==================== block 1
### Clock network drawn from the DEF, block 1

Scale: 4 px per µm.
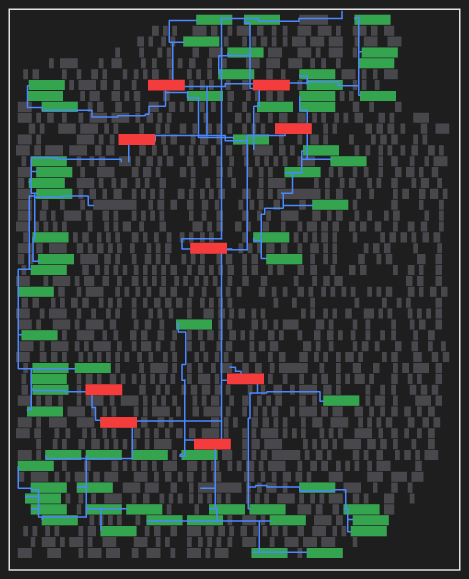

<file path="config.mk">
export PLATFORM = sky130hd
export DESIGN_NAME = exec_unit_flat
export DESIGN_NICKNAME = d
export VERILOG_FILES = /design/src/rtl/exec_unit_if.sv /design/src/rtl/exec_unit.sv /design/src/flat_wrapper.sv
export SDC_FILE = /design/constraint.sdc
export NUM_CORES = 1
export LEC_CHECK = 0
export ABC_AREA = 1
export CELL_PAD_IN_SITES_DETAIL_PLACEMENT = 1
export CELL_PAD_IN_SITES_GLOBAL_PLACEMENT = 1
export CORE_ASPECT_RATIO = 1.25
export CORE_UTILIZATION = 44
export CTS_CLUSTER_SIZE = 28
export DETAILED_ROUTE_END_ITERATION = 8
export PLACE_DENSITY = 0.95
export SLEW_MARGIN = 40
export SYNTH_ARGS = -nofsm -noshare
export SYNTH_HDL_FRONTEND = slang
export SYNTH_SLANG_ARGS = --single-unit
</file>
<file path="constraint.sdc">
create_clock -name clk -period 6 [get_ports clk]
set_clock_uncertainty 0.15 [all_clocks]
set_input_delay 1.2 -clock clk [delete_from_list [all_inputs] [get_ports clk]]
set_output_delay 1.2 -clock clk [all_outputs]
set_load 0.005 [all_outputs]
</file>
<file path="src/rtl/exec_unit_if.sv">
// Request/response bundle between the register-file read port and exec_unit.
// The master drives the request fields and the slave (exec_unit) drives the results.
interface exec_unit_if #(
  parameter int WIDTH  = 16,
  parameter int ADDR_W = 3
);
  logic              start;
  logic [3:0]        opcode;
  logic [ADDR_W-1:0] dest;
  logic [WIDTH-1:0]  op_a;
  logic [WIDTH-1:0]  op_b;
  logic              busy;
  logic              done;
  logic [WIDTH-1:0]  result;
  logic              wb_en;
  logic [ADDR_W-1:0] wb_addr;
  logic              flag_z;
  logic              flag_n;
  logic              flag_c;
  logic              illegal;

  modport master (
    output start, opcode, dest, op_a, op_b,
    input  busy, done, result, wb_en, wb_addr, flag_z, flag_n, flag_c, illegal
  );
  modport slave (
    input  start, opcode, dest, op_a, op_b,
    output busy, done, result, wb_en, wb_addr, flag_z, flag_n, flag_c, illegal
  );
endinterface

</file>
<file path="src/rtl/exec_unit.sv">
// Execute stage: single-cycle ALU plus optional iterative shift-add MUL, with write-back strobe
// and registered Z/N/C flags. Define EXEC_MUL_EN to build the MUL path (opcode 10).
module exec_unit #(
  parameter int WIDTH  = 16,
  parameter int ADDR_W = 3
) (
  input  logic        clk,
  input  logic        rst_n,
  exec_unit_if.slave  io
);
  typedef enum logic [1:0] {S_IDLE, S_EXEC, S_MULT} state_t;

  state_t            state_q, state_d;
  logic [3:0]        opc_q, opc_d;
  logic [ADDR_W-1:0] dest_q, dest_d, wb_addr_q, wb_addr_d;
  logic [WIDTH-1:0]  a_q, a_d, b_q, b_d, result_q, result_d;
  logic              z_q, z_d, n_q, n_d, c_q, c_d;
  logic              done_q, done_d, wb_en_q, wb_en_d, illegal_q, illegal_d;
  logic              busy;
`ifdef EXEC_MUL_EN
  logic [WIDTH-1:0]  acc_q, acc_d;
  logic [3:0]        cnt_q, cnt_d;
  logic              start_mul;
  assign start_mul = (io.opcode == 4'd10);
  logic              legal;
  assign legal = (opc_q <= 4'd10);
`else
  logic              start_mul;
  assign start_mul = 1'b0;
  logic              legal;
  assign legal = (opc_q <= 4'd9);
`endif

  // state register
  always_ff @(posedge clk or negedge rst_n) begin
    if (!rst_n) state_q <= S_IDLE;
    else        state_q <= state_d;
  end

  // next-state logic
  always_comb begin
    state_d = state_q;
    case (state_q)
      S_IDLE: if (io.start) state_d = start_mul ? S_MULT : S_EXEC;
      S_EXEC: state_d = S_IDLE;
`ifdef EXEC_MUL_EN
      S_MULT: if (cnt_q == 4'hF) state_d = S_EXEC;
`endif
      default: state_d = S_IDLE;
    endcase
  end

  // output logic
  always_comb begin
    busy = (state_q != S_IDLE);
  end

  // ALU; shift carries come from the bit that falls just outside the word
  logic [WIDTH-1:0] alu_res;
  logic             alu_c;
  logic [WIDTH:0]   shl_w, shr_w;
  always_comb begin
    shl_w   = {1'b0, a_q} << b_q[3:0];
    shr_w   = {a_q, 1'b0} >> b_q[3:0];
    alu_res = '0;
    alu_c   = 1'b0;
    case (opc_q)
      4'd0:       alu_res = b_q;
      4'd1:       {alu_c, alu_res} = {1'b0, a_q} + {1'b0, b_q};
      4'd2, 4'd9: {alu_c, alu_res} = {1'b0, a_q} - {1'b0, b_q};
      4'd3:       alu_res = a_q & b_q;
      4'd4:       alu_res = a_q | b_q;
      4'd5:       alu_res = a_q ^ b_q;
      4'd6:       alu_res = ~a_q;
      4'd7:       {alu_c, alu_res} = shl_w;
      4'd8:       {alu_res, alu_c} = shr_w;
`ifdef EXEC_MUL_EN
      4'd10:      alu_res = acc_q;
`endif
      default:    alu_res = '0;
    endcase
  end

  always_comb begin
    opc_d     = opc_q;
    dest_d    = dest_q;
    a_d       = a_q;
    b_d       = b_q;
    result_d  = result_q;
    wb_addr_d = wb_addr_q;
    z_d       = z_q;
    n_d       = n_q;
    c_d       = c_q;
    done_d    = 1'b0;
    wb_en_d   = 1'b0;
    illegal_d = 1'b0;
`ifdef EXEC_MUL_EN
    acc_d     = acc_q;
    cnt_d     = cnt_q;
`endif
    case (state_q)
      S_IDLE: if (io.start) begin
        opc_d  = io.opcode;
        dest_d = io.dest;
        a_d    = io.op_a;
        b_d    = io.op_b;
`ifdef EXEC_MUL_EN
        acc_d  = '0;
        cnt_d  = '0;
`endif
      end
`ifdef EXEC_MUL_EN
      // a_q is the shifting multiplicand, b_q the shifting multiplier
      S_MULT: begin
        if (b_q[0]) acc_d = acc_q + a_q;
        a_d   = a_q << 1;
        b_d   = b_q >> 1;
        cnt_d = cnt_q + 4'd1;
      end
`endif
      S_EXEC: begin
        done_d    = 1'b1;
        wb_addr_d = dest_q;
        if (!legal) begin
          illegal_d = 1'b1;
        end else begin
          if (opc_q != 4'd9) begin
            result_d = alu_res;
            wb_en_d  = 1'b1;
          end
          z_d = (alu_res == '0);
          n_d = alu_res[WIDTH-1];
          c_d = alu_c;
        end
      end
      default: ;
    endcase
  end

  always_ff @(posedge clk or negedge rst_n) begin
    if (!rst_n) begin
      opc_q     <= '0;
      dest_q    <= '0;
      a_q       <= '0;
      b_q       <= '0;
      result_q  <= '0;
      wb_addr_q <= '0;
      z_q       <= 1'b0;
      n_q       <= 1'b0;
      c_q       <= 1'b0;
      done_q    <= 1'b0;
      wb_en_q   <= 1'b0;
      illegal_q <= 1'b0;
`ifdef EXEC_MUL_EN
      acc_q     <= '0;
      cnt_q     <= '0;
`endif
    end else begin
      opc_q     <= opc_d;
      dest_q    <= dest_d;
      a_q       <= a_d;
      b_q       <= b_d;
      result_q  <= result_d;
      wb_addr_q <= wb_addr_d;
      z_q       <= z_d;
      n_q       <= n_d;
      c_q       <= c_d;
      done_q    <= done_d;
      wb_en_q   <= wb_en_d;
      illegal_q <= illegal_d;
`ifdef EXEC_MUL_EN
      acc_q     <= acc_d;
      cnt_q     <= cnt_d;
`endif
    end
  end

  assign io.busy    = busy;
  assign io.done    = done_q;
  assign io.result  = result_q;
  assign io.wb_en   = wb_en_q;
  assign io.wb_addr = wb_addr_q;
  assign io.flag_z  = z_q;
  assign io.flag_n  = n_q;
  assign io.flag_c  = c_q;
  assign io.illegal = illegal_q;
endmodule

</file>
<file path="src/flat_wrapper.sv">
// flat-port wrapper written by rule: the top's interface ports become plain ports
module exec_unit_flat 
#(
  parameter int WIDTH  = 16,
  parameter int ADDR_W = 3
)
  (clk, rst_n, io_start, io_opcode, io_dest, io_op_a, io_op_b, io_busy, io_done, io_result, io_wb_en, io_wb_addr, io_flag_z, io_flag_n, io_flag_c, io_illegal);
  exec_unit_if #(.WIDTH(WIDTH), .ADDR_W(ADDR_W)) io_i ();
  input  logic clk;
  input  logic rst_n;
  input wire logic [$bits(io_i.start)-1:0] io_start;
  input wire logic [$bits(io_i.opcode)-1:0] io_opcode;
  input wire logic [$bits(io_i.dest)-1:0] io_dest;
  input wire logic [$bits(io_i.op_a)-1:0] io_op_a;
  input wire logic [$bits(io_i.op_b)-1:0] io_op_b;
  output wire logic [$bits(io_i.busy)-1:0] io_busy;
  output wire logic [$bits(io_i.done)-1:0] io_done;
  output wire logic [$bits(io_i.result)-1:0] io_result;
  output wire logic [$bits(io_i.wb_en)-1:0] io_wb_en;
  output wire logic [$bits(io_i.wb_addr)-1:0] io_wb_addr;
  output wire logic [$bits(io_i.flag_z)-1:0] io_flag_z;
  output wire logic [$bits(io_i.flag_n)-1:0] io_flag_n;
  output wire logic [$bits(io_i.flag_c)-1:0] io_flag_c;
  output wire logic [$bits(io_i.illegal)-1:0] io_illegal;
  assign io_i.start = io_start;
  assign io_i.opcode = io_opcode;
  assign io_i.dest = io_dest;
  assign io_i.op_a = io_op_a;
  assign io_i.op_b = io_op_b;
  assign io_busy = io_i.busy;
  assign io_done = io_i.done;
  assign io_result = io_i.result;
  assign io_wb_en = io_i.wb_en;
  assign io_wb_addr = io_i.wb_addr;
  assign io_flag_z = io_i.flag_z;
  assign io_flag_n = io_i.flag_n;
  assign io_flag_c = io_i.flag_c;
  assign io_illegal = io_i.illegal;
  exec_unit #(.WIDTH(WIDTH), .ADDR_W(ADDR_W)) u_core (.clk(clk), .rst_n(rst_n), .io(io_i));
endmodule
</file>
==================== block 2
File: src/rtl/branch_split_pkg.sv
// Shared types and constants for the branch_split transmitter stage.
package branch_split_pkg;

  typedef enum logic [1:0] {
    IDLE   = 2'd0,
    LAYER  = 2'd1,
    WAIT   = 2'd2,
    BRANCH = 2'd3
  } state_t;

  localparam int DEFAULT_N             = 8;
  localparam int DEFAULT_INPUT_CHANNEL = 1;
  localparam int W                     = DEFAULT_INPUT_CHANNEL * DEFAULT_N;
  localparam int CW                    = 4;

  function automatic int half_width(input int n, input int channels);
    return n * channels;
  endfunction

endpackage

File: src/rtl/branch_split.sv
// Splits one double-width word into a trunk pulse followed, GAP idle cycles
// later, by a branch pulse, so the stream always satisfies the merge stage.
module branch_split
  import branch_split_pkg::*;
#(
  parameter int N             = 8,
  parameter int INPUT_CHANNEL = 1,
  parameter int GAP           = 2
) (
  input  logic                           clk,
  input  logic                           rst_n,
  input  logic                           din_vld,
  input  logic [2*INPUT_CHANNEL*N-1:0]   din,
  output logic                           din_rdy,
  output logic                           layer_vld,
  output logic [INPUT_CHANNEL*N-1:0]     layer_dout,
  output logic                           branch_vld,
  output logic [INPUT_CHANNEL*N-1:0]     branch_dout,
  output logic                           busy
);

  localparam int HW = half_width(N, INPUT_CHANNEL);
  localparam logic [CW-1:0] GAP_LOAD = (GAP > 0) ? CW'(GAP - 1) : '0;

  state_t          state;
  logic [CW-1:0]   gap_cnt;
  logic [HW-1:0]   hold;
  logic            accept;

  // rst_n is active-high despite its name: ready drops for the whole reset cycle.
  assign din_rdy = ((state == IDLE) || (state == BRANCH)) && !rst_n;
  assign accept  = din_vld && din_rdy;
  assign busy    = (state != IDLE);

  always_ff @(posedge clk) begin
    if (rst_n) begin
      state       <= IDLE;
      gap_cnt     <= '0;
      hold        <= '0;
      layer_vld   <= 1'b0;
      layer_dout  <= '0;
      branch_vld  <= 1'b0;
      branch_dout <= '0;
    end else begin
      layer_vld  <= 1'b0;
      branch_vld <= 1'b0;
      case (state)
        IDLE, BRANCH: begin
          if (accept) begin
            hold       <= din[2*HW-1:HW];
            layer_dout <= din[HW-1:0];
            layer_vld  <= 1'b1;
            state      <= LAYER;
          end else begin
            state <= IDLE;
          end
        end
        LAYER: begin
          if (GAP > 0) begin
            gap_cnt <= GAP_LOAD;
            state   <= WAIT;
          end else begin
            branch_dout <= hold;
            branch_vld  <= 1'b1;
            state       <= BRANCH;
          end
        end
        WAIT: begin
          if (gap_cnt != '0) begin
            gap_cnt <= gap_cnt - 1'b1;
          end else begin
            branch_dout <= hold;
            branch_vld  <= 1'b1;
            state       <= BRANCH;
          end
        end
        default: state <= IDLE;
      endcase
    end
  end

endmodule

File: config.mk
export PLATFORM = sky130hd
export DESIGN_NAME = branch_split
export DESIGN_NICKNAME = d
export VERILOG_FILES = /design/src/rtl/branch_split_pkg.sv /design/src/rtl/branch_split.sv
export SDC_FILE = /design/constraint.sdc
export NUM_CORES = 1
export LEC_CHECK = 0
export CELL_PAD_IN_SITES_DETAIL_PLACEMENT = 1
export CELL_PAD_IN_SITES_GLOBAL_PLACEMENT = 1
export CORE_ASPECT_RATIO = 1.4
export CORE_MARGIN = 4
export CORE_UTILIZATION = 35
export DETAILED_ROUTE_END_ITERATION = 8
export PLACE_DENSITY = 0.81
export RECOVER_POWER = 50
export SYNTH_ARGS = -nofsm -noshare
export SYNTH_HDL_FRONTEND = slang
export SYNTH_SLANG_ARGS = --single-unit
File: constraint.sdc
create_clock -name clk -period 4.21 [get_ports clk]
set_clock_uncertainty 0.2 [all_clocks]
set_input_delay 0.6315 -clock clk [delete_from_list [all_inputs] [get_ports clk]]
set_output_delay 0.6315 -clock clk [all_outputs]
set_load 0.01 [all_outputs]
### Clock routing, block 2

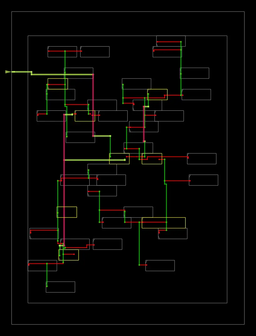
seq_cells: 32
clkbuf count: 7
P_clk: 0.320 mW

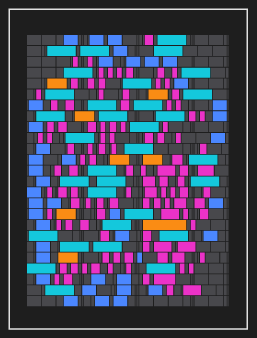
*Placed cells, one colour a class, block 2*
Scale: 4 px per µm. Fill, decap, tap and diode cells in grey.
[blue] remaining buffers and delay cells | cells: 40
[orange] clock drivers and dummy loads | cells: 8
[cyan] registers | cells: 32
[magenta] remaining logic cells | cells: 109

==> results_slide.txt, block 2 <==
Physical Implementation Snapshot

STA
  – Rel. slew slack: 0.243

Setup path
  – Crit start category: input pin
  – Crit path DRT: 3380 ps

Pwr
  – PwrDens: ~570 nW/µm²

Worst hold path
  – WHS Endpoint: branch_dout[6]$_SDFFE_PP0P_

Yosys
  – Top area cell types: dfxtp_1 50%, nand2_1 10%, nand2b_1 7.8%
  – Dominant cell type by area after synthesis: dfxtp_1
  – Max-area cell share: 0.500
  – Most frequent cells after synthesis: 34 x nand2_1, 32 x dfxtp_1, 18 x o21ai_0, 16 x nand2b_1, 12 x a21oi_1

Routing
  – Vias: 1,156
  – WL met1: between 1000 and 1500 µm

Cells and area
  – Reg area: about 640 µm²

CTS
  – CTS resizes: 0

Flow run
  – Stage-log warning count: 27

Outcome
  – Result of the run: completed
## block 2: power breakdown
group / switching (mW) / internal (mW)
sequential: 0.0318 / 0.361
clock: 0.111 / 0.209
combinational: 0.177 / 0.143
## block 2: state kept, by name (all words and copies together) (netlist names)
register	count
layer_dout	8
hold	8
layer_vld	1
state	2
branch_dout	8
branch_vld	1
gap_cnt	4
## block 2: worst max-delay path, stage by stage
cell and delay, ps:
clkdlybuf4s50_1 470, buf_4 310, nor2_1 80, clkdlybuf4s50_1 480
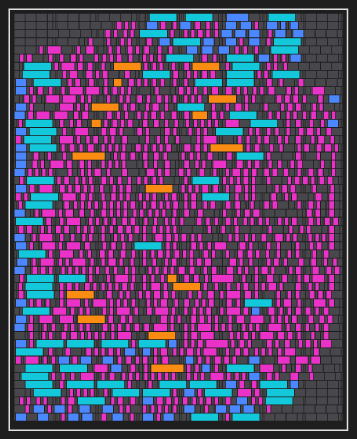
*Placed cells, one colour a class, block 1*
Scale: 3 px per µm. Fill, decap, tap and diode cells in grey.
[cyan] registers | cells: 65
[magenta] remaining logic cells | cells: 1,022
[orange] clock drivers and dummy loads | cells: 16
[blue] remaining buffers and delay cells | cells: 75
Final Cell Area: 7790 µm²
number of core rows: 50
Final Util: 0.523

Notes on 'Clock network drawn from the DEF' of block 1 above:
[green] flip-flops | count: 65
[red] clock-net drivers | count: 9
[blue] clock wires | length: 1,120 µm
routed clock nets: 10
worst-skew pair later-pin latency: 350 ps
P_clk: 0.639 mW
clock share of power: 0.254

==> results_slide.txt, block 1 <==
Physical Implementation Snapshot

STA
  – Tightest Pin Transition: 849 ps
  – Final hold slack: 324 ps
  – Setup TNS: 0 ps
  – # setup viols final: 0
  – Final setup margin: ~2500 ps
  – Rel. slew slack: 0.434

Routing
  – WL met1: 11,200 µm
  – First DRT Iteration DRCs: ~720
  – Met2 WL post-DR: between 10,000 and 15,000 µm
  – DRC: 1

Pwr
  – Pint: 1.36 mW
  – Pleak: 4.04 nW
  – Top Consumer: combinational cells
  – Psw: 1.15 mW
  – Switching share of power: 0.458
  – PwrDens: between 300 and 400 nW/µm²

Outcome
  – Failing checks: design-rule violations
  – Result of the run: finished, violations left

Yosys
  – Top-count cell post-synth: nand2_1
  – Synth cell types: 34
  – Dominant cell type by area after synthesis: dfrtp_1
  – Async set or reset register ratio after synthesis: 1.00
  – Post-synth seq share: 0.243
  – Syn Inst Count: 1,128

CTS
  – Clk sinks: 65
  – Hold buffer count at CTS: 0
  – CTS resizes: 0
  – CTS Root Cell: clkbuf_16

Cells and area
  – Clkbuf count: 10
  – Reg area: around 1600 µm²
  – Sequential cell area share: 0.209
  – Non-clk bufs: 75
  – Inverters: 121

GRT
  – Overall Global Routing Usage: 0.383
  – M1 GR Usage: 0.423

Placed design
  – # port buffers: 67
  – Place WS: 2710 ps

Floorplan
  – Die Ht: ~140 µm
  – Tap cell count: around 180
  – Die area: 15,700 µm²

Setup path
  – Register-to-register setup slack: approximately 2500 ps

Flow run
  – Stage-log warning count: approximately 59
==> block 1: placed cells by master, fill, tap and decap left out, types with 7 or more instances in the layout <==
cell,instances
a21oi_1,34
buf_4,7
clkbuf_16,9
clkdlybuf4s50_1,66
dfrtp_1,65
ha_1,49
inv_1,113
nand2_1,397
nand2_2,7
nand3_1,147
nand4_1,7
nor2_1,128
nor3_1,7
o21ai_0,68
o21ai_1,7
o22ai_1,8

==================== block 3
### Placed cells, one colour a class, block 3

Scale: 2 px per µm. Fill, decap, tap and diode cells in grey.
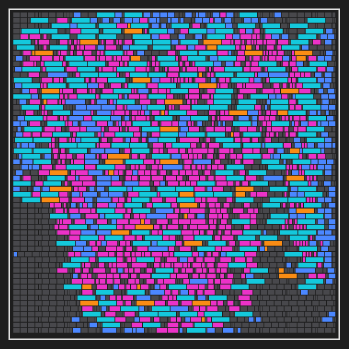

[config.mk]
export PLATFORM = sky130hd
export DESIGN_NAME = dtlb
export DESIGN_NICKNAME = d
export VERILOG_FILES = /design/src/rtl/dtlb.sv
export SDC_FILE = /design/constraint.sdc
export NUM_CORES = 1
export LEC_CHECK = 0
export CAP_MARGIN = 20
export CORE_UTILIZATION = 50
export DETAILED_ROUTE_END_ITERATION = 10
export GPL_TIMING_DRIVEN = 0
export HOLD_SLACK_MARGIN = 0.05
export MAX_ROUTING_LAYER = met4
export PLACE_DENSITY = 0.76
export SLEW_MARGIN = 20
export SYNTH_ARGS = -nofsm -noshare
export SYNTH_HDL_FRONTEND = slang
export SYNTH_SLANG_ARGS = --single-unit
[constraint.sdc]
create_clock -name clock -period 2.2 [get_ports clock]
set_input_delay 0.44 -clock clock [delete_from_list [all_inputs] [get_ports clock]]
set_output_delay 0.44 -clock clock [all_outputs]
set_load 0.005 [all_outputs]
[src/rtl/dtlb.sv]
// Fully-associative data TLB: one-cycle lookup for the memory stage,
// software-refilled through a round-robin fill port, cleared by flush.
module dtlb #(
  parameter int ENTRIES   = 4,
  parameter int PAGE_BITS = 12
) (
  input  logic                   clock,
  input  logic                   reset_n,
  input  logic                   req_valid,
  input  logic [31:0]            req_vaddr,
  input  logic                   supervisor,
  output logic                   dtlb_ready,
  output logic                   dtlb_miss,
  output logic [31:0]            resp_paddr,
  output logic [31:0]            resp_vaddr,
  input  logic                   fill_valid,
  input  logic [31-PAGE_BITS:0]  fill_vpn,
  input  logic [31-PAGE_BITS:0]  fill_ppn,
  input  logic                   flush,
  output logic [15:0]            hit_count,
  output logic [15:0]            miss_count
);

  localparam int VPN_W = 32 - PAGE_BITS;
  localparam int PTR_W = $clog2(ENTRIES);

  logic [VPN_W-1:0]   vpn [ENTRIES];
  logic [VPN_W-1:0]   ppn [ENTRIES];
  logic [ENTRIES-1:0] valid;
  logic [PTR_W-1:0]   ptr;

  logic [VPN_W-1:0]   req_vpn;
  logic [ENTRIES-1:0] req_match;
  logic               hit;
  logic [VPN_W-1:0]   hit_ppn;
  logic [ENTRIES-1:0] fill_match;
  logic               fill_hit;
  logic [PTR_W-1:0]   fill_idx;

  assign req_vpn = req_vaddr[31:PAGE_BITS];

  // Match vectors and lowest-index priority select for lookup and fill.
  always_comb begin
    hit_ppn  = '0;
    fill_idx = '0;
    for (int i = 0; i < ENTRIES; i++) begin
      req_match[i]  = valid[i] && (vpn[i] == req_vpn);
      fill_match[i] = valid[i] && (vpn[i] == fill_vpn);
    end
    // Descending scan so the lowest matching index is the final writer.
    for (int i = ENTRIES - 1; i >= 0; i--) begin
      hit_ppn  = req_match[i]  ? ppn[i]       : hit_ppn;
      fill_idx = fill_match[i] ? PTR_W'(i)    : fill_idx;
    end
    hit      = |req_match;
    fill_hit = |fill_match;
  end

  // Table contents and replacement pointer; flush takes priority over fill.
  always_ff @(posedge clock or negedge reset_n) begin
    if (!reset_n) begin
      valid <= '0;
      ptr   <= '0;
      for (int i = 0; i < ENTRIES; i++) begin
        vpn[i] <= '0;
        ppn[i] <= '0;
      end
    end else if (flush) begin
      valid <= '0;
      ptr   <= '0;
    end else if (fill_valid) begin
      if (fill_hit) begin
        ppn[fill_idx] <= fill_ppn;
      end else begin
        vpn[ptr]   <= fill_vpn;
        ppn[ptr]   <= fill_ppn;
        valid[ptr] <= 1'b1;
        ptr        <= ptr + PTR_W'(1);
      end
    end else begin
      valid <= valid;
    end
  end

  // Registered response and saturating hit/miss statistics.
  always_ff @(posedge clock or negedge reset_n) begin
    if (!reset_n) begin
      dtlb_ready <= 1'b0;
      dtlb_miss  <= 1'b0;
      resp_paddr <= 32'h0000_0000;
      resp_vaddr <= 32'h0000_0000;
      hit_count  <= 16'h0000;
      miss_count <= 16'h0000;
    end else begin
      dtlb_ready <= req_valid;
      dtlb_miss  <= req_valid && !supervisor && !hit;
      if (!req_valid) begin
        resp_paddr <= 32'h0000_0000;
      end else if (supervisor) begin
        resp_paddr <= req_vaddr;
      end else if (hit) begin
        resp_paddr <= {hit_ppn, req_vaddr[PAGE_BITS-1:0]};
      end else begin
        resp_paddr <= 32'h0000_0000;
      end
      if (req_valid) begin
        resp_vaddr <= req_vaddr;
      end else begin
        resp_vaddr <= resp_vaddr;
      end
      if (req_valid && !supervisor && hit && (hit_count != 16'hFFFF)) begin
        hit_count <= hit_count + 16'h0001;
      end else begin
        hit_count <= hit_count;
      end
      if (req_valid && !supervisor && !hit && (miss_count != 16'hFFFF)) begin
        miss_count <= miss_count + 16'h0001;
      end else begin
        miss_count <= miss_count;
      end
    end
  end

endmodule

==================== block 4
$ cat src/rtl/ex_mem_stage_unit.sv
// ---------------------------------------------------------------------------
// ex_mem_stage_unit
//   EX/MEM pipeline boundary of the RV32IM 5-stage core. Registers the EX
//   results and control fields into MEM, forms the return address
//   (MEM_PC + 4) and selects the MEM-stage result value.
//
// Optional feature macro: EX_MEM_FLUSH_EN
//   When defined, adds a FLUSH input. FLUSH inserts a bubble by clearing the
//   side-effecting controls (reg write enable, store and load control) while
//   every other field still captures normally. Priority:
//   RESET > FLUSH > STALL > capture.
//
// Ports:
//   CLK, RESET           clock; synchronous active-high reset
//   STALL                hold all registers (memory busywait)
//   FLUSH                bubble insert (only with EX_MEM_FLUSH_EN)
//   EX_*                 EX-stage values to be registered
//   DATA_MEM_READ_DATA   data memory read value, used by the result mux
//   MEM_*                registered copies of the EX_* inputs
//   MEM_PC_PLUS_4        MEM_PC + 4, wraps modulo 2^XLEN
//   MEM_RESULT           result mux selected by MEM_WB_VALUE_SELECT
// ---------------------------------------------------------------------------
module ex_mem_stage_unit #(
    parameter int XLEN    = 32,
    parameter int RADDR_W = 5
) (
    input  logic               CLK,
    input  logic               RESET,
    input  logic               STALL,
`ifdef EX_MEM_FLUSH_EN
    input  logic               FLUSH,
`endif
    input  logic [XLEN-1:0]    EX_PC,
    input  logic [XLEN-1:0]    EX_ALU_OUT,
    input  logic [XLEN-1:0]    EX_REG_DATA2,
    input  logic [RADDR_W-1:0] EX_REG_WRITE_ADDR,
    input  logic               EX_REG_WRITE_EN,
    input  logic [2:0]         EX_DATA_MEM_WRITE,
    input  logic [3:0]         EX_DATA_MEM_READ,
    input  logic [1:0]         EX_WB_VALUE_SELECT,
    input  logic [XLEN-1:0]    DATA_MEM_READ_DATA,
    output logic [XLEN-1:0]    MEM_PC,
    output logic [XLEN-1:0]    MEM_PC_PLUS_4,
    output logic [XLEN-1:0]    MEM_ALU_OUT,
    output logic [XLEN-1:0]    MEM_REG_DATA2,
    output logic [RADDR_W-1:0] MEM_REG_WRITE_ADDR,
    output logic               MEM_REG_WRITE_EN,
    output logic [2:0]         MEM_DATA_MEM_WRITE,
    output logic [3:0]         MEM_DATA_MEM_READ,
    output logic [1:0]         MEM_WB_VALUE_SELECT,
    output logic [XLEN-1:0]    MEM_RESULT
);

    always_ff @(posedge CLK) begin
        if (RESET) begin
            MEM_PC              <= '0;
            MEM_ALU_OUT         <= '0;
            MEM_REG_DATA2       <= '0;
            MEM_REG_WRITE_ADDR  <= '0;
            MEM_REG_WRITE_EN    <= 1'b0;
            MEM_DATA_MEM_WRITE  <= '0;
            MEM_DATA_MEM_READ   <= '0;
            MEM_WB_VALUE_SELECT <= '0;
        end
`ifdef EX_MEM_FLUSH_EN
        // Flush overrides a stall: the bubble must land even while memory is busy.
        else if (FLUSH) begin
            MEM_PC              <= EX_PC;
            MEM_ALU_OUT         <= EX_ALU_OUT;
            MEM_REG_DATA2       <= EX_REG_DATA2;
            MEM_REG_WRITE_ADDR  <= EX_REG_WRITE_ADDR;
            MEM_REG_WRITE_EN    <= 1'b0;
            MEM_DATA_MEM_WRITE  <= '0;
            MEM_DATA_MEM_READ   <= '0;
            MEM_WB_VALUE_SELECT <= EX_WB_VALUE_SELECT;
        end
`endif
        else if (!STALL) begin
            MEM_PC              <= EX_PC;
            MEM_ALU_OUT         <= EX_ALU_OUT;
            MEM_REG_DATA2       <= EX_REG_DATA2;
            MEM_REG_WRITE_ADDR  <= EX_REG_WRITE_ADDR;
            MEM_REG_WRITE_EN    <= EX_REG_WRITE_EN;
            MEM_DATA_MEM_WRITE  <= EX_DATA_MEM_WRITE;
            MEM_DATA_MEM_READ   <= EX_DATA_MEM_READ;
            MEM_WB_VALUE_SELECT <= EX_WB_VALUE_SELECT;
        end
    end

    // Carry out is dropped on purpose so the link value wraps.
    assign MEM_PC_PLUS_4 = MEM_PC + XLEN'(4);

    always_comb begin
        MEM_RESULT = '0;
        case (MEM_WB_VALUE_SELECT)
            2'b00:   MEM_RESULT = MEM_PC_PLUS_4;
            2'b01:   MEM_RESULT = MEM_ALU_OUT;
            2'b10:   MEM_RESULT = DATA_MEM_READ_DATA;
            default: MEM_RESULT = '0;
        endcase
    end

endmodule

$ cat config.mk
export PLATFORM = sky130hd
export DESIGN_NAME = ex_mem_stage_unit
export DESIGN_NICKNAME = d
export VERILOG_FILES = /design/src/rtl/ex_mem_stage_unit.sv
export SDC_FILE = /design/constraint.sdc
export NUM_CORES = 1
export LEC_CHECK = 0
export CORE_MARGIN = 2
export CORE_UTILIZATION = 30
export DETAILED_ROUTE_END_ITERATION = 6
export HOLD_SLACK_MARGIN = 0.05
export PLACE_DENSITY = 0.65
export SETUP_SLACK_MARGIN = 0.1
export SLEW_MARGIN = 25
export SYNTH_ARGS = -nofsm -noshare
export SYNTH_HDL_FRONTEND = slang
export SYNTH_SLANG_ARGS = --single-unit
$ cat constraint.sdc
create_clock -name CLK -period 5.6 [get_ports CLK]
set_clock_uncertainty 0.1 [all_clocks]
set_input_delay 0.56 -clock CLK [delete_from_list [all_inputs] [get_ports CLK]]
set_output_delay 0.56 -clock CLK [all_outputs]
set_load 0.005 [all_outputs]
==================== block 5
[src/rtl/fifo_burst_reader.sv]
// Drains BURST_LEN-word bursts from an FWFT FIFO into a registered valid/ready stream; first word 2 cycles after start.
// Zero-cycle stall on m_ready=0 (no skid); define FIFO_BURST_READER_ERRCNT_EN for a saturating read-error counter.
module fifo_burst_reader #(
  parameter int DATA_W    = 64,
  parameter int BURST_LEN = 16,
  parameter int CNT_W     = 32
) (
  input  logic              clk,
  input  logic              rst,
  input  logic              i_enable,
  input  logic              i_fifo_empty,
  input  logic              i_fifo_almost_empty,
  input  logic [DATA_W-1:0] i_fifo_rdata,
  input  logic              i_fifo_rderr,
  output logic              o_fifo_rden,
  output logic [DATA_W-1:0] o_m_data,
  output logic              o_m_valid,
  output logic              o_m_last,
  input  logic              i_m_ready,
  output logic              o_busy,
  output logic [CNT_W-1:0]  o_burst_cnt,
  output logic              o_err_sticky,
  output logic [15:0]       o_err_cnt
);

  localparam int WCNT_W = (BURST_LEN > 1) ? $clog2(BURST_LEN) : 1;
  localparam logic [WCNT_W-1:0] LAST_IDX = WCNT_W'(BURST_LEN - 1);

  typedef enum logic {S_IDLE, S_BURST} state_t;

  state_t              r_state;
  logic [WCNT_W-1:0]   r_wcnt;
  logic [DATA_W-1:0]   r_m_data;
  logic                r_m_valid;
  logic                r_m_last;
  logic [CNT_W-1:0]    r_burst_cnt;
  logic                r_err_sticky;

  logic                w_rden;
  logic                w_hs;
  logic                w_last_idx;

  // Pop only when the output register is free or being drained this cycle.
  assign w_rden     = (r_state == S_BURST) && !i_fifo_empty && (!r_m_valid || i_m_ready);
  assign w_hs       = r_m_valid && i_m_ready;
  assign w_last_idx = (r_wcnt == LAST_IDX);

  always_ff @(posedge clk) begin
    if (rst) begin
      r_state      <= S_IDLE;
      r_wcnt       <= '0;
      r_m_data     <= '0;
      r_m_valid    <= 1'b0;
      r_m_last     <= 1'b0;
      r_burst_cnt  <= '0;
      r_err_sticky <= 1'b0;
    end else begin
      case (r_state)
        S_IDLE: begin
          if (i_enable && !i_fifo_almost_empty) begin
            r_state <= S_BURST;
            r_wcnt  <= '0;
          end
        end
        S_BURST: begin
          if (w_rden && w_last_idx) r_state <= S_IDLE;
        end
        default: r_state <= S_IDLE;
      endcase

      if (w_rden) begin
        r_m_data  <= i_fifo_rdata;
        r_m_valid <= 1'b1;
        r_m_last  <= w_last_idx;
        r_wcnt    <= r_wcnt + WCNT_W'(1);
      end else if (w_hs) begin
        r_m_valid <= 1'b0;
        r_m_last  <= 1'b0;
      end

      if (w_hs && r_m_last) r_burst_cnt <= r_burst_cnt + CNT_W'(1);
      if (i_fifo_rderr)     r_err_sticky <= 1'b1;
    end
  end

`ifdef FIFO_BURST_READER_ERRCNT_EN
  logic [15:0] r_err_cnt;

  always_ff @(posedge clk) begin
    if (rst) begin
      r_err_cnt <= '0;
    end else if (i_fifo_rderr && (r_err_cnt != 16'hFFFF)) begin
      r_err_cnt <= r_err_cnt + 16'd1;
    end
  end

  assign o_err_cnt = r_err_cnt;
`else
  assign o_err_cnt = '0;
`endif

  assign o_fifo_rden  = w_rden;
  assign o_m_data     = r_m_data;
  assign o_m_valid    = r_m_valid;
  assign o_m_last     = r_m_last;
  assign o_busy       = (r_state == S_BURST);
  assign o_burst_cnt  = r_burst_cnt;
  assign o_err_sticky = r_err_sticky;

endmodule

[config.mk]
export PLATFORM = sky130hd
export DESIGN_NAME = fifo_burst_reader
export DESIGN_NICKNAME = d
export VERILOG_FILES = /design/src/rtl/fifo_burst_reader.sv
export SDC_FILE = /design/constraint.sdc
export NUM_CORES = 1
export LEC_CHECK = 0
export ABC_AREA = 0
export ABC_CLOCK_PERIOD_IN_PS = 2100
export CAP_MARGIN = 10
export CELL_PAD_IN_SITES_DETAIL_PLACEMENT = 2
export CELL_PAD_IN_SITES_GLOBAL_PLACEMENT = 2
export CORE_ASPECT_RATIO = 0.8
export CORE_MARGIN = 5
export CORE_UTILIZATION = 20
export CTS_CLUSTER_SIZE = 16
export DETAILED_ROUTE_END_ITERATION = 16
export HOLD_SLACK_MARGIN = 0.06
export PLACE_DENSITY_LB_ADDON = 0.2
export SYNTH_ARGS = -nofsm -noshare
export SYNTH_HDL_FRONTEND = slang
export SYNTH_SLANG_ARGS = --single-unit
export TNS_END_PERCENT = 50
[constraint.sdc]
create_clock -name clk -period 2.1 [get_ports clk]
set_input_delay 0.315 -clock clk [delete_from_list [all_inputs] [get_ports clk]]
set_output_delay 0.315 -clock clk [all_outputs]
set_load 0.05 [all_outputs]

==> gallery <==
Signal wires on met2.
panel A
Scale: 2 px per µm. Cells faint in the background.
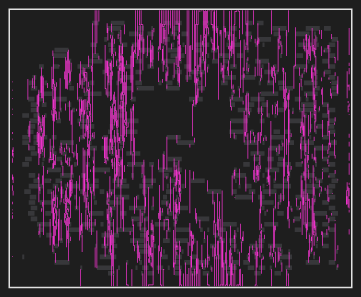
panel B
Scale: 3 px per µm. Cells faint in the background.
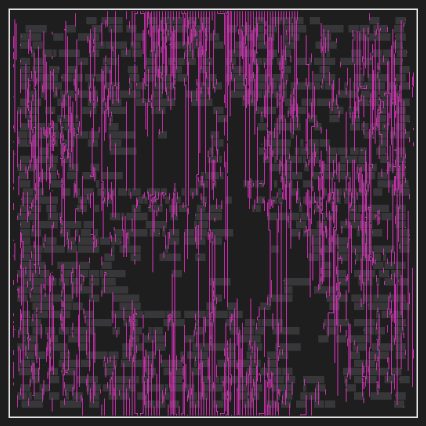
panel C
Scale: 2 px per µm. Cells faint in the background.
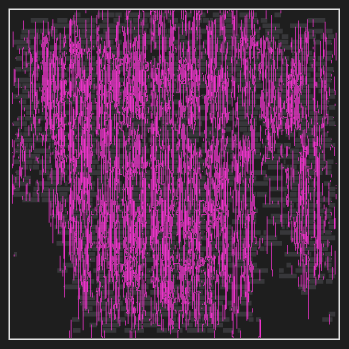
For block 5, see panel A.
For block 4, see panel B.
For block 3, see panel C.

Key to panel A:
wire length on this layer: 7,590 µm
share of all routed wire: 47%
nets with wire on the layer: 699
longest straight run: 41.3 µm

### Clock routing, block 4

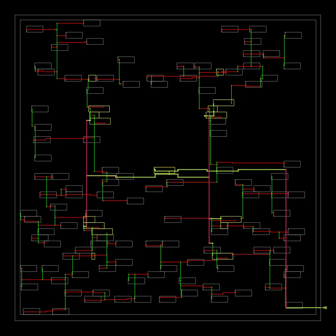
seq_cells: 111
worst-skew pair later-pin latency: 350 ps

==> results_slide.txt, block 4 <==
Physical Implementation Snapshot

Floorplan
  – Tap cell count: ~230

Yosys
  – Synth flops: 111
  – Dominant cell type by area after synthesis: dfxtp_1

Outcome
  – Result of the run: completed

Routing
  – Total Wirelength: 19,500 µm

CTS
  – # H-tree levels: 3
  – Clock buffer depth: 2

STA
  – Final hold slack: 400 ps
  – RSZ-0062 raised after global routing: false
  – Pins Over Slew Limit: 0

GRT
  – M3 GR Usage: 0.0789

Setup path
  – Crit path DRT: 4940 ps
  – R2R cell count: 2

Worst hold path
  – WHS Endpoint: MEM_REG_DATA2[29]$_SDFFE_PP0N_

Cells and area
  – Reg area: roughly 2200 µm²
  – Final Util: 0.516

Pwr
  – Final Total Pwr: approximately 2.0 mW
==> block 4: logic make-up (layout without fill, tap and decap cells) <==
logic type	Yosys count	in the layout	synth area share
and+or+nand+nor	200	200	0.171
muxes	123	123	0.237
DFF	111	111	0.429
AOI/OAI and AO/OA	54	54	0.0758
buffers and inverters	47	346	0.0374
xor gates and xnor gates	27	27	0.0471
adders and majority gates	1	1	0.00241
==> block 4: worst min-delay path, cell delays in order (launching register included) <==
cell and delay [ps]:
dfxtp_1 330, mux2i_1 70, nor2_1 70
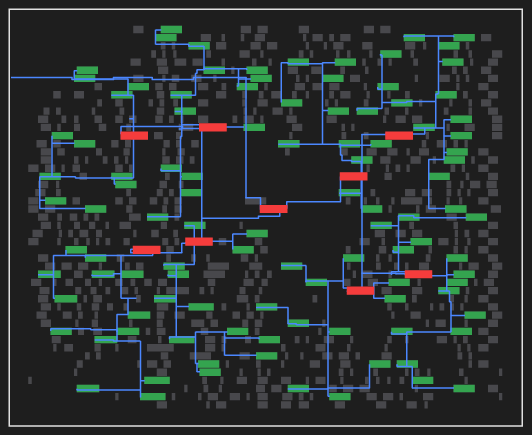
*Clock network drawn from the DEF, block 5*
Scale: 3 px per µm.
[red] clock-net drivers | count: 9
[green] flip-flops | count: 104
[blue] clock wires | length: 1,630 µm
routed clock nets: 10
worst-skew pair later-pin latency: 350 ps
clock share of power: 0.380

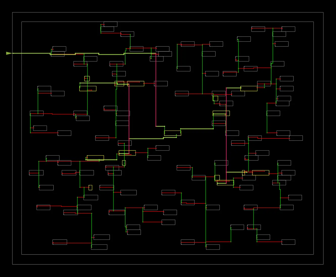
*Clock routing, block 5*
clk sinks: 104
TritonCTS Buffers: 9
P_clk: 1.62 mW
clkbuf count: 11

==> results_slide.txt, block 5 <==
Physical Implementation Snapshot

Setup path
  – Crit Path Class: flop to flop
  – Critical Path End Type: flop
  – Capturing point of the worst reg2reg path: o_burst_cnt[30]$_SDFFE_PP0P_
  – Critical Path Max Stage Delay: ~590 ps
  – Register-to-register setup slack: 80 ps
  – Worst path bufs/invs: 0
  – WP depth: 5

Worst hold path
  – Hold depth: 2
  – Worst Hold Class: input pin to flop

Pwr
  – Switching share of power: 0.277
  – Pleak: between 2 and 2.5 nW
  – Share of power burned in registers: 0.477

Cells and area
  – Comb/total area: 0.284
  – Inverters: 4
  – Non-clk bufs: 199
  – Sequential cell area share: 0.320

Yosys
  – Commonest flop: dfxtp_1
  – Top area cell types: dfxtp_1 51%, nand2_1 13%, a21oi_1 11%
  – Synth Warn #: 0
  – Post-Synth Simple-Gate Area: 0.245
  – Synth Area per Inst: 8.10 µm²
  – Yosys cell count: 509
  – Synth cell types: 37

Routing
  – WL met1: between 7000 and 8000 µm
  – First DRT Iteration DRCs: between 100 and 150
  – Met2 WL post-DR: 7590 µm

CTS
  – CTS Root Cell: clkbuf_16

Outcome
  – Result of the run: completed

STA
  – Clock Skews: roughly 7.6 ps

Floorplan
  – Fp util: 0.201

GRT
  – Overall Global Routing Usage: 0.134

Placed design
  – HPWL after DPL: 12,000 µm
## block 5: sequential cells by signal, summed over array words and instances, names as in the netlist
register / count
o_err_sticky: 1
o_m_data: 64
r_wcnt: 4
o_m_last: 1
o_burst_cnt: 32
o_m_valid: 1
o_busy: 1
## block 5: stage by stage
step                setup WS [ps]  cells  TNS [ps]  hold WS (ps)  total power, mW
floorplan                    6.79    524         0           431             2.42
global placement             -356    945     -4690           441             2.68
detailed placement           -439    945     -5710           452             2.70
CTS                          4.12    961         0           399             4.35
global route                 12.6    961         0           422             4.48
finish                       79.7    961         0           408             4.26
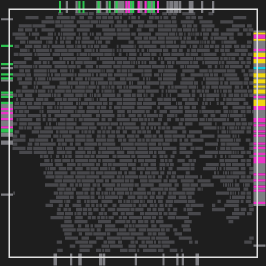
*Ports around the boundary, block 3*
Scale: 1.5 px per µm. Pins as bars across the die edge, other pins in grey.
[cyan] supervisor | pins: 1 | direction: input | edge: right
[yellow] miss_count | pins: 16 | direction: output | edge: right
[green] fill_ppn | pins: 20 | direction: input | edge: 11 top, 9 left
[magenta] resp_vaddr | pins: 32 | direction: output | edge: 23 right, 5 top, 4 left
Die W: 164 µm
# port buffers: 135
Die Ht: 164 µm

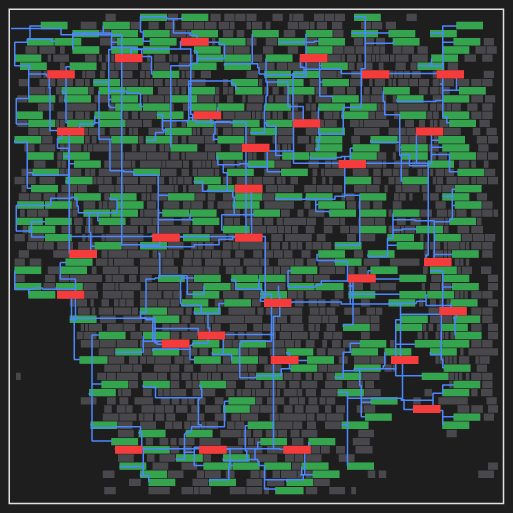
*Clock network drawn from the DEF, block 3*
Scale: 3 px per µm.
[green] flip-flops | count: 264
[blue] clock wires | length: 3,390 µm
[red] clock-net drivers | count: 29
flops lie: spread over the die
clock share of power: 0.315
worst-skew pair later-pin latency: 570 ps
P_clk: 4.97 mW
Clock Skews: 30.7 ps

## Picture notes: 'Placed cells, one colour a class' of block 3
[magenta] remaining logic cells | cells: 789
[orange] clock drivers and dummy loads | cells: 53
[cyan] registers | cells: 264
[blue] remaining buffers and delay cells | cells: 300

==> results_slide.txt, block 3 <==
Physical Implementation Snapshot

Floorplan
  – Tap cell count: 335
  – Number of core rows: 59

STA
  – # setup viols final: roughly 230
  – Final setup margin: -463 ps
  – Rel. slew slack: 0.323
  – Final hold slack: approximately 170 ps

Placed design
  – Place WS: -1240 ps
  – HPWL after DPL: 26,700 µm
  – Cells after DPL: 1,613
  – Post-DP Area: 15,800 µm²

Yosys
  – Synth cell types: 51
  – Max-area cell share: 0.502
  – Xor/xnor share: 0.128
  – Synth Warn #: 0
  – Syn Std Cell Area: 13,200 µm²
  – Most frequent cells after synthesis: 264 x dfrtp_1, 183 x mux2_2, 111 x xnor2_1, 81 x xor2_1, 61 x o21ai_0
  – Dominant cell type by area after synthesis: dfrtp_1
  – Adder Area Share: 0.00570
  – Floorplan Nets: 1,224

Flow run
  – Max Cap Viol: 0

Routing
  – First DRT Iteration DRCs: approximately 1,000
  – Wire per inst: 24.9 µm
  – Met2 WL post-DR: 20,000 µm

Pwr
  – Final Total Pwr: ~16 mW
  – Sequential power: 6.80 mW

Worst hold path
  – Worst Hold Class: input pin to flop

Cells and area
  – Comb/total area: 0.382
  – Most frequent cells in the layout: 260 x dfrtp_1, 142 x mux2_4, 134 x clkdlybuf4s50_1, 94 x xnor2_1, 79 x xor2_1
  – Buffering overhead: 0.178
  – Non-clk bufs: 300
  – Clock network area share: 0.0527

CTS
  – CTS Root Cell: clkbuf_16
  – # H-tree levels: 1

GRT
  – GR Layer Usage met2: 0.503
  – First-pass GRT wire length: 63,500 µm

Outcome
  – Result of the run: finished, violations left
  – Failing checks: negative setup slack

Setup path
  – Crit path DRT: 2660 ps
  – WP depth: 11
[block 3: repair_timing]
item,4_1_cts,5_1_grt
cloned,14,6
pin swaps,36,25
setup buffers,42,26
endpoints found under the hold margin,45,0
resized,160,70
hold buffers,1,0
setup endpoints to repair,231,231
[block 3: registers in the layout, indices dropped and copies added, names as in the netlist]
name	count
ppn	80
vpn	80
resp_paddr	32
resp_vaddr	32
hit_count	16
miss_count	16
valid	4
ptr	2
dtlb_miss	1
dtlb_ready	1

==================== block 6
### Placed cells, one colour a class, block 6

Scale: 10 px per µm. Fill, decap, tap and diode cells in grey.
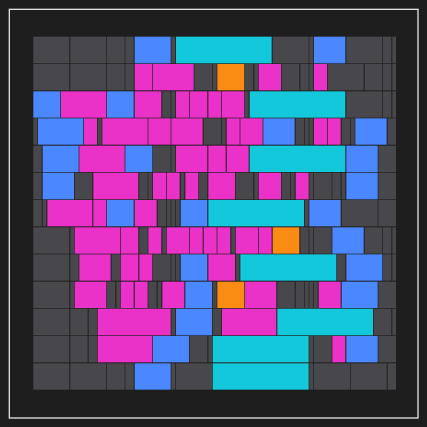
[src/rtl/seg7_pkg.sv]
// Shared constants for the seven-segment decoder: glyph table,
// logical all-on/all-off words and segment bit positions.
package seg7_pkg;

  // Bit positions inside the 8-bit segment word {dp, g, f, e, d, c, b, a}.
  typedef enum logic [2:0] {
    SEG_A  = 3'd0,
    SEG_B  = 3'd1,
    SEG_C  = 3'd2,
    SEG_D  = 3'd3,
    SEG_E  = 3'd4,
    SEG_F  = 3'd5,
    SEG_G  = 3'd6,
    SEG_DP = 3'd7
  } seg_bit_e;

  // Logical polarity: 1 = segment lit.
  localparam logic [7:0] SEG_ALL_ON_L  = 8'hFF;
  localparam logic [7:0] SEG_ALL_OFF_L = 8'h00;

  // Glyphs g..a, logical polarity. b and d are lowercase so they stay
  // distinguishable from 8 and 0.
  localparam logic [6:0] GLYPH_TABLE [16] = '{
    7'h3F, 7'h06, 7'h5B, 7'h4F,
    7'h66, 7'h6D, 7'h7D, 7'h07,
    7'h7F, 7'h6F, 7'h77, 7'h7C,
    7'h39, 7'h5E, 7'h79, 7'h71
  };

endpackage

[src/rtl/hex_glyph_rom.sv]
// Combinational nibble-to-glyph lookup, logical polarity (1 = lit).
module hex_glyph_rom
  import seg7_pkg::*;
(
  input  logic [3:0] hex,
  output logic [6:0] glyph
);

  // Every nibble value has a glyph, so no default case is needed.
  always_comb begin
    glyph = GLYPH_TABLE[hex];
  end

endmodule

[src/rtl/hex_seven_seg_decoder.sv]
// Registered hex-to-seven-segment decoder with lamp test, blanking,
// decimal point control and selectable output polarity.
module hex_seven_seg_decoder
  import seg7_pkg::*;
#(
  parameter bit ACTIVE_LOW = 1'b1
) (
  input  logic       clk,
  input  logic       rst,
  input  logic       en,
  input  logic [3:0] hex_in,
  input  logic       dp_in,
  input  logic       blank,
  input  logic       lamp_test,
  output logic [7:0] seg_out
);

  // Drive value for "all segments off" in the configured polarity.
  localparam logic [7:0] SEG_OFF_DRIVE = ACTIVE_LOW ? ~SEG_ALL_OFF_L : SEG_ALL_OFF_L;

  logic [6:0] glyph;
  logic [7:0] seg_logical;
  logic [7:0] seg_drive;

  hex_glyph_rom u_rom (
    .hex   (hex_in),
    .glyph (glyph)
  );

  // Priority mux in logical polarity: lamp test beats blank beats decode.
  always_comb begin
    seg_logical = {1'b0, glyph};
    seg_logical[SEG_DP] = dp_in;
    if (lamp_test) begin
      seg_logical = SEG_ALL_ON_L;
    end else if (blank) begin
      seg_logical = SEG_ALL_OFF_L;
    end
  end

  // Polarity conversion to the physical drive level.
  always_comb begin
    seg_drive = ACTIVE_LOW ? ~seg_logical : seg_logical;
  end

  // Output register; reset blanks the display without waiting for a clock.
  always_ff @(posedge clk or posedge rst) begin
    if (rst) begin
      seg_out <= SEG_OFF_DRIVE;
    end else if (en) begin
      seg_out <= seg_drive;
    end
  end

endmodule

[config.mk]
export PLATFORM = sky130hd
export DESIGN_NAME = hex_seven_seg_decoder
export DESIGN_NICKNAME = d
export VERILOG_FILES = /design/src/rtl/seg7_pkg.sv /design/src/rtl/hex_glyph_rom.sv /design/src/rtl/hex_seven_seg_decoder.sv
export SDC_FILE = /design/constraint.sdc
export NUM_CORES = 1
export LEC_CHECK = 0
export CORE_MARGIN = 2
export CORE_UTILIZATION = 45
export DETAILED_ROUTE_END_ITERATION = 12
export PLACE_DENSITY = 0.82
export SYNTH_ARGS = -nofsm -noshare
export SYNTH_HDL_FRONTEND = slang
export SYNTH_SLANG_ARGS = --single-unit
[constraint.sdc]
create_clock -name clk -period 1.85 [get_ports clk]
set_clock_uncertainty 0.1 [all_clocks]
set_input_delay 0.4625 -clock clk [delete_from_list [all_inputs] [get_ports clk]]
set_output_delay 0.4625 -clock clk [all_outputs]
set_load 0.02 [all_outputs]
==> results_slide.txt <==
Physical Implementation Snapshot

Outcome
  – Result of the run: completed

Floorplan
  – Die W: 40.7 µm
  – Number of core rows: 13

Routing
  – Final ANT Viol Nets: 0
  – Met3 Routed Length: just over 70 µm

Cells and area
  – Final Util: 0.654
  – Sequential cell area share: 0.250
  – Inverters: 10
  – Seq_cells: 8

STA
  – Tightest Pin Transition: 374 ps
  – Rel. slew slack: 0.750
  – Period utilisation layout: 0.924
  – # setup viols final: 0
  – Final setup margin: 140 ps

Worst hold path
  – Worst Hold Class: flop to flop

CTS
  – CTS tree: yes
  – Clock buffer depth: 2

GRT
  – M3 GR Usage: 0.0217
  – GR Layer Usage met2: 0.361
  – M1 GR Usage: 0.189
  – Gr busiest metal: met2

Pwr
  – Clock share of power: 0.257
  – Peak supply drop: ~0.26 mV
  – Comb pwr share: 0.324

Placed design
  – Routability cong.: 0.918

Yosys
  – Syn Std Cell Area: 607 µm²
  – Synth Warn #: 0
  – Adder Area Share: 0.124
  – Top area cell types: dfstp_2 35%, ha_1 12%, inv_1 5.6%
  – Yosys stat area: 607 µm²

Setup path
  – Arrival time of the worst setup path: 1780 ps
## Picture notes: 'Placed cells, one colour a class' of block 6
[orange] clock-net drivers | cells: 3
[magenta] remaining logic cells | cells: 55
[cyan] registers | cells: 8
[blue] remaining buffers and delay cells | cells: 24

power by group through the flow:
stage | clock network, mW | registers, mW | logic [mW]
finish | 0.132 | 0.216 | 0.167
global route | 0.143 | 0.218 | 0.182
CTS | 0.133 | 0.216 | 0.168
detailed placement | 0 | 0.219 | 0.181
global placement | 0 | 0.217 | 0.176
floorplan | 0 | 0.243 | 0.0747
repair_timing:
action	in CTS	in global routing
gates resized	9	2
setup endpoints to repair	10	1
pin swaps	0	1
critical path, stage by stage:
cell	delay (ps)
clkdlybuf4s50_1	610
buf_4	200
nor2_1	60
a221oi_1	330
o22ai_1	120


==> gallery <==
Clock routing.
(a)
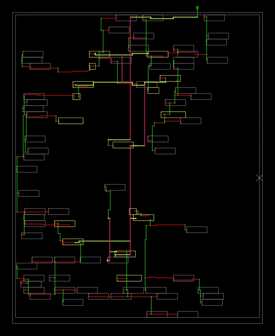
(b)
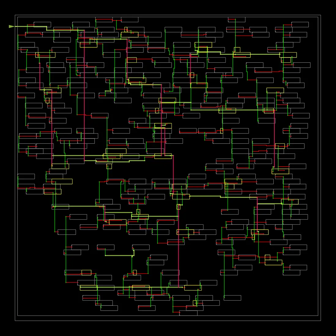
(c)
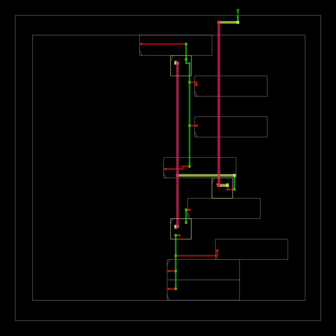
(a): block 1
(b): block 3
(c): block 6

Power is estimated from default activity; no workload was simulated.
